==================== life_board_reader
==> life_board_reader/met2.png <==
Scale bar: 20 µm.
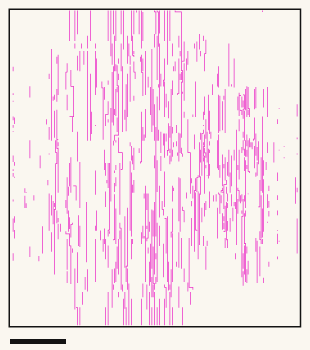
==> life_board_reader/metal_stack.png <==
Scale bar: 20 µm. Two of the layers only.
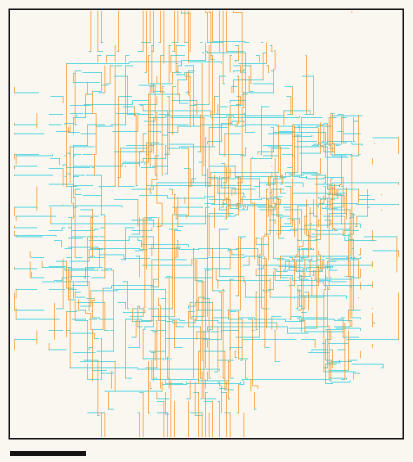
==> life_board_reader/final_clocks.png <==
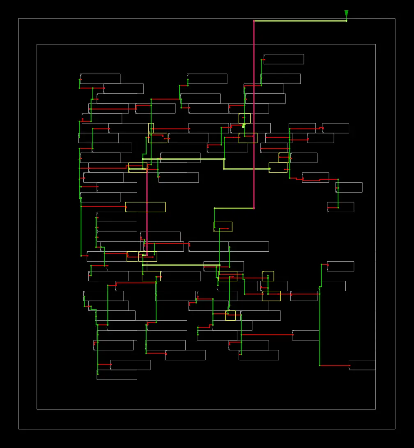
--- src/rtl/life_board_reader_pkg.sv ---
// ============================================================================
// Module   : life_board_reader_pkg
// Brief    : Shared board constants, reader FSM states and width helpers.
// Revision : 1.0
// ============================================================================
`default_nettype none

package life_board_reader_pkg;

  localparam int c_DEFAULT_ROWS = 8;
  localparam int c_DEFAULT_COLS = 8;

  typedef enum logic [1:0] {
    ST_IDLE = 2'd0,
    ST_SEND = 2'd1,
    ST_DONE = 2'd2
  } reader_state_t;

  // A one-row board still needs a 1-bit index port.
  function automatic int idx_width(input int rows);
    return (rows > 1) ? $clog2(rows) : 1;
  endfunction

  function automatic int cnt_width(input int rows, input int cols);
    return $clog2(rows * cols + 1);
  endfunction

  function automatic int pop_width(input int cols);
    return $clog2(cols + 1);
  endfunction

endpackage

`default_nettype wire

--- src/rtl/life_row_popcount.sv ---
// ============================================================================
// Module   : life_row_popcount
// Brief    : Combinational population count of one board row.
// Revision : 1.0
// ============================================================================
`default_nettype none

module life_row_popcount
  import life_board_reader_pkg::*;
#(
  parameter int COLS = c_DEFAULT_COLS
) (
  input  logic [COLS-1:0]             row,
  output logic [pop_width(COLS)-1:0]  count
);

  localparam int c_POP_W = pop_width(COLS);

  always_comb begin
    count = '0;
    for (int i = 0; i < COLS; i++) begin
      count = count + c_POP_W'(row[i]);
    end
  end

endmodule

`default_nettype wire

--- src/rtl/life_board_reader.sv ---
// ============================================================================
// Module   : life_board_reader
// Brief    : Snapshots the board and streams it row by row, counting live cells.
// Revision : 1.0
// ============================================================================
`default_nettype none

module life_board_reader
  import life_board_reader_pkg::*;
#(
  parameter int ROWS = c_DEFAULT_ROWS,
  parameter int COLS = c_DEFAULT_COLS
) (
  input  logic                               clk,
  input  logic                               _rst,
  input  logic [ROWS*COLS-1:0]               cells,
  input  logic                               start,
  output logic [COLS-1:0]                    row_data,
  output logic [idx_width(ROWS)-1:0]         row_idx,
  output logic                               row_valid,
  input  logic                               row_ready,
  output logic                               last_row,
  output logic                               busy,
  output logic                               frame_done,
  output logic [cnt_width(ROWS, COLS)-1:0]   live_total
);

  localparam int c_IDX_W = idx_width(ROWS);
  localparam int c_CNT_W = cnt_width(ROWS, COLS);
  localparam int c_POP_W = pop_width(COLS);
  localparam logic [c_IDX_W-1:0] c_LAST_IDX = c_IDX_W'(ROWS - 1);

  reader_state_t        r_state;
  reader_state_t        w_state_next;
  logic [COLS-1:0]      r_snap [ROWS];
  logic [c_IDX_W-1:0]   r_row_idx;
  logic [c_CNT_W-1:0]   r_live_total;
  logic [c_POP_W-1:0]   w_pop;
  logic                 w_capture;
  logic                 w_xfer;
  logic                 w_at_last;

  assign w_at_last = (r_row_idx == c_LAST_IDX);
  assign row_data  = r_snap[r_row_idx];
  assign row_idx   = r_row_idx;
  assign live_total = r_live_total;

  life_row_popcount #(
    .COLS (COLS)
  ) u_popcount (
    .row   (row_data),
    .count (w_pop)
  );

  always_ff @(posedge clk) begin
    if (!_rst) begin
      r_state <= ST_IDLE;
    end else begin
      r_state <= w_state_next;
    end
  end

  always_comb begin
    w_state_next = r_state;
    row_valid    = 1'b0;
    last_row     = 1'b0;
    busy         = 1'b0;
    frame_done   = 1'b0;
    w_capture    = 1'b0;
    w_xfer       = 1'b0;
    case (r_state)
      ST_IDLE: begin
        if (start) begin
          w_capture    = 1'b1;
          w_state_next = ST_SEND;
        end
      end
      ST_SEND: begin
        row_valid = 1'b1;
        busy      = 1'b1;
        last_row  = w_at_last;
        w_xfer    = row_ready;
        if (row_ready && w_at_last) begin
          w_state_next = ST_DONE;
        end
      end
      ST_DONE: begin
        busy         = 1'b1;
        frame_done   = 1'b1;
        w_state_next = ST_IDLE;
      end
      default: begin
        w_state_next = ST_IDLE;
      end
    endcase
  end

  // The index stays on the last row after a frame so row_data keeps its last value in IDLE.
  always_ff @(posedge clk) begin
    if (!_rst) begin
      r_row_idx    <= '0;
      r_live_total <= '0;
      for (int r = 0; r < ROWS; r++) begin
        r_snap[r] <= '0;
      end
    end else if (w_capture) begin
      r_row_idx    <= '0;
      r_live_total <= '0;
      for (int r = 0; r < ROWS; r++) begin
        r_snap[r] <= cells[r*COLS +: COLS];
      end
    end else if (w_xfer) begin
      r_live_total <= r_live_total + c_CNT_W'(w_pop);
      if (!w_at_last) begin
        r_row_idx <= r_row_idx + 1'b1;
      end
    end
  end

endmodule

`default_nettype wire

--- config.mk ---
export PLATFORM = sky130hd
export DESIGN_NAME = life_board_reader
export DESIGN_NICKNAME = d
export VERILOG_FILES = /design/src/rtl/life_board_reader_pkg.sv /design/src/rtl/life_row_popcount.sv /design/src/rtl/life_board_reader.sv
export SDC_FILE = /design/constraint.sdc
export NUM_CORES = 1
export LEC_CHECK = 0
export CAP_MARGIN = 20
export CORE_ASPECT_RATIO = 1.1
export CORE_MARGIN = 5
export CORE_UTILIZATION = 40
export CTS_CLUSTER_SIZE = 8
export DETAILED_ROUTE_END_ITERATION = 10
export PLACE_DENSITY = 0.66
export SLEW_MARGIN = 0
export SYNTH_ARGS = -nofsm -noshare
export SYNTH_HDL_FRONTEND = slang
export SYNTH_HIERARCHICAL = 1
export SYNTH_SLANG_ARGS = --single-unit
export TNS_END_PERCENT = 10
--- constraint.sdc ---
create_clock -name clk -period 6 [get_ports clk]
set_input_delay 0.9 -clock clk [delete_from_list [all_inputs] [get_ports clk]]
set_output_delay 0.9 -clock clk [all_outputs]
set_load 0.005 [all_outputs]
==> notes.md <==
fresh numbers from the pnr run: WHS Path Cells 2, Synth Area in Adders 7.11%, total CTS buffers 9, placed cell area 4860 µm², Worst Path Required 6.20 ns, outcome completed, sequential power 0.765 mW, Comb pwr share 33.7%, Finished Layout Cells 489, hold-fix buffers at CTS 0, Comb. pwr 0.584 mW, Synth top cell by count and2_1, Worst-Margin Slew 0.909 ns, worst vdd ir 0.000130 V, top comb family, area simple AND/OR/NAND/NOR gates, Post-Synth Simple-Gate Area 14.2%, global routing usage on met3 4.73%, Seq. cell area 2220 µm², post-synth top area cell edfxtp_1, CTS clk-pin slew, worst paths 0.08 ns, Async SR Flop Fraction 0%, initial drt markers 55, start point of the worst hold path live_total[0], Int Power 1.22 mW, Top cells by area edfxtp_1 (50%), and2_1 (11%), mux4_1 (10%), Final period util 89.1%, Design Power 1.73 mW, minimum setup slack after placement 0.652 ns
## Picture notes: life_board_reader/met2.png
wire length on this layer: 3,960 µm
share of all routed wire: 52%
main direction: vertical
nets with wire on the layer: 390
longest straight run: 41.1 µm

## Picture notes: life_board_reader/metal_stack.png
[met1] cyan | wire length: 3,130 µm
[met2] orange | wire length: 3,960 µm
DR WL/cell: 15.5 µm
WL final: 7590 µm
gr usage total: 13.1%
vias after detailed routing: 2,345

## Picture notes: life_board_reader/final_clocks.png
# clk buffers: 10
Final Skew: 0.00706 ns
Late-Pin Clk Latency: 0.34 ns
flop count: 79

## sequential cells by signal, summed over array words and instances (netlist names), named ones only
signal / flops
live_total: 7
r_snap: 64
r_state: 2
row_idx: 3
## worst max-delay path, stage by stage (launching register included)
cell and delay [ns]:
dfxtp_1 0.68, mux4_1 0.66, mux2_2 0.30, inv_1 0.07, fa_1 0.42, fa_1 0.47
fa_1 0.50, inv_1 0.04, ha_1 0.19, inv_1 0.08, fa_1 0.41, inv_1 0.08
inv_1 0.05, fa_1 0.41, nand2b_1 0.17, a2111oi_0 0.46, xnor2_1 0.17, nor2_1 0.05

==================== linebuffer_3x3_ctrl
### config.mk
export PLATFORM = sky130hd
export DESIGN_NAME = linebuffer_3x3_ctrl
export DESIGN_NICKNAME = d
export VERILOG_FILES = /design/src/rtl/linebuffer_3x3_ctrl.sv
export SDC_FILE = /design/constraint.sdc
export NUM_CORES = 1
export LEC_CHECK = 0
export CAP_MARGIN = 0
export CORE_UTILIZATION = 35
export DETAILED_ROUTE_END_ITERATION = 10
export PLACE_DENSITY = 0.74
export SLEW_MARGIN = 30
export SYNTH_ARGS = -nofsm -noshare
export SYNTH_HDL_FRONTEND = slang
export SYNTH_SLANG_ARGS = --single-unit
### constraint.sdc
create_clock -name clk -period 3.8 [get_ports clk]
set_input_delay 0.38 -clock clk [delete_from_list [all_inputs] [get_ports clk]]
set_output_delay 0.38 -clock clk [all_outputs]
set_load 0.02 [all_outputs]
### src/rtl/linebuffer_3x3_ctrl.sv
// linebuffer_3x3_ctrl
//   Sequences a linebuffer_3x3 instance for one feature-map frame. It accepts a
//   raster-order pixel stream, gates the line-buffer shift, and tracks the row and
//   column of each accepted pixel. It flags when ifmap_3x3 holds a complete 3x3
//   window that does not wrap across a row boundary. The input stream is held off
//   while the downstream PE array back-pressures a pending window.
//
// Ports
//   clk, rst      rising-edge clock, synchronous active-high reset
//   start         1-cycle frame start pulse (only honoured in IDLE)
//   cfg_height    frame rows, latched on an accepted start
//   s_valid/s_data/s_ready   pixel stream in (valid/ready)
//   lb_shift_en, lb_din      shift strobe and pixel to the line buffer
//   win_valid/win_ready      window handshake to the PE array
//   win_row, win_col         top-left coordinate of the current window
//   busy          frame in progress (RUN, DRAIN, DONE)
//   done          1-cycle pulse when the frame completes
module linebuffer_3x3_ctrl #(
    parameter int DATA_W    = 16,
    parameter int IMG_W     = 28,
    parameter int IMG_H_MAX = 28
) (
    input  logic                           clk,
    input  logic                           rst,
    input  logic                           start,
    input  logic [$clog2(IMG_H_MAX+1)-1:0] cfg_height,
    input  logic                           s_valid,
    input  logic [DATA_W-1:0]              s_data,
    output logic                           s_ready,
    output logic                           lb_shift_en,
    output logic [DATA_W-1:0]              lb_din,
    output logic                           win_valid,
    input  logic                           win_ready,
    output logic [$clog2(IMG_H_MAX)-1:0]   win_row,
    output logic [$clog2(IMG_W)-1:0]       win_col,
    output logic                           busy,
    output logic                           done
);

    localparam int HW = $clog2(IMG_H_MAX + 1);
    localparam int RW = $clog2(IMG_H_MAX);
    localparam int CW = $clog2(IMG_W);

    localparam logic [CW-1:0] COL_LAST = CW'(IMG_W - 1);

    typedef enum logic [1:0] {
        IDLE,
        RUN,
        DRAIN,
        DONE
    } state_t;

    state_t         state;
    logic [RW-1:0]  row;
    logic [CW-1:0]  col;
    logic [RW-1:0]  h_last;
    logic [HW-1:0]  h_eff;
    logic           accept;
    logic           completing;
    logic           last_pix;

    // Heights above IMG_H_MAX are clamped so the row counter cannot overflow.
    always_comb begin
        h_eff = (cfg_height > HW'(IMG_H_MAX)) ? HW'(IMG_H_MAX) : cfg_height;
    end

    // A pending window that the PE array has not taken blocks the stream, so the
    // line-buffer contents behind win_valid stay stable.
    always_comb begin
        s_ready     = (state == RUN) && !(win_valid && !win_ready);
        accept      = s_valid && s_ready;
        lb_shift_en = accept;
        lb_din      = s_data;
        completing  = (row >= RW'(2)) && (col >= CW'(2));
        last_pix    = (row == h_last) && (col == COL_LAST);
    end

    always_ff @(posedge clk) begin
        if (rst) begin
            state     <= IDLE;
            row       <= '0;
            col       <= '0;
            h_last    <= '0;
            win_valid <= 1'b0;
            win_row   <= '0;
            win_col   <= '0;
            busy      <= 1'b0;
            done      <= 1'b0;
        end else begin
            done <= 1'b0;

            if (accept) begin
                if (col == COL_LAST) begin
                    col <= '0;
                    row <= last_pix ? '0 : row + RW'(1);
                end else begin
                    col <= col + CW'(1);
                end
            end

            // A new completing pixel in the same cycle as a handshake keeps
            // win_valid high and replaces the coordinates.
            if (accept && completing) begin
                win_valid <= 1'b1;
                win_row   <= row - RW'(2);
                win_col   <= col - CW'(2);
            end else if (win_valid && win_ready) begin
                win_valid <= 1'b0;
            end

            case (state)
                IDLE: begin
                    if (start) begin
                        row  <= '0;
                        col  <= '0;
                        busy <= 1'b1;
                        if (h_eff >= HW'(3)) begin
                            h_last <= RW'(h_eff - HW'(1));
                            state  <= RUN;
                        end else begin
                            state <= DONE;
                            done  <= 1'b1;
                        end
                    end
                end
                RUN: begin
                    if (accept && last_pix) begin
                        state <= DRAIN;
                    end
                end
                DRAIN: begin
                    if (!win_valid || win_ready) begin
                        state <= DONE;
                        done  <= 1'b1;
                    end
                end
                DONE: begin
                    state <= IDLE;
                    busy  <= 1'b0;
                end
                default: state <= IDLE;
            endcase
        end
    end

endmodule
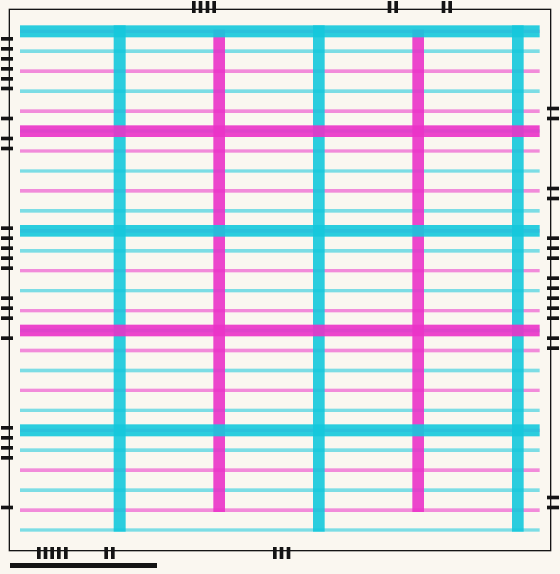
(linebuffer_3x3_ctrl/pdn.png)
Scale bar: 20 µm. Pins as bars on the die edge.
[VDD] magenta
[VSS] cyan
met5 straps: 5
signal pins: 57

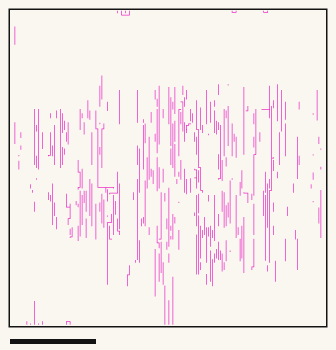
(linebuffer_3x3_ctrl/met2.png)
Scale bar: 20 µm.
nets with wire on the layer: 192
main direction: vertical
wire length on this layer: 1,330 µm
vias after detailed routing: 1,357
WL final: 3180 µm
met2 Track Usage GR: 20.7%

==> notes.md <==
fresh numbers from the pnr run: antenna diode count 0, start point of the worst hold path win_row[4], CP Launch Type flip-flop, placed cell area 1950 µm², largest net degree at the start of global routing 22, post-DR vias/cell 4.81, met2 WL 1330 µm, CTS tree built, post-synth top area cell dfxtp_1, crit-path leading delay family buffers and inverters, Seq/Total Area, Yosys 33.4%, CTS clk-pin slew, worst paths 0.06 ns, outcome completed, largest class logic gates, Final Setup Violations 0, top comb family, area simple AND/OR/NAND/NOR gates, Worst Setup EP lb_shift_en, syn_nets 245, Tool Warnings 34, Power Density 519 nW/µm², Design Power 1.09 mW, Finished Layout Cells 282, share of the synthesized area in the top cell type 33.4%, CP cell instances inv_1 > ha_1 > nand3_2 > inv_1 > clkdlybuf4s50_1, total CTS buffers 5, most used routing layer met2
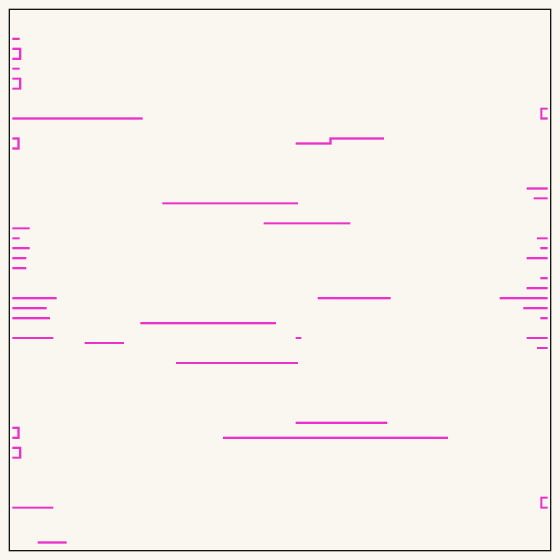
(linebuffer_3x3_ctrl/met3.png)
main direction: horizontal
share of all routed wire: 7.4%
wire length on this layer: 236 µm
nets with wire on the layer: 37
global routing usage on met3: 6.17%

## worst register-to-register path, cell delays in order, from the launching register on
cell and delay [ns]:
dfxtp_1 0.49, inv_1 0.08, ha_1 0.22, nor3b_1 0.17, a211oi_4 0.71, mux2i_1 0.26
nor2_1 0.05
## power by group through the flow
stage / clock network [mW] / logic, mW / registers, mW
2_1_floorplan: 0 / 0.252 / 0.383
3_3_place_gp: 0 / 0.302 / 0.383
3_5_place_dp: 0 / 0.310 / 0.384
4_1_cts: 0.409 / 0.312 / 0.378
5_1_grt: 0.430 / 0.345 / 0.382
6_report: 0.401 / 0.311 / 0.377

Power figures rest on the tool's default switching activity, not on a simulated workload.
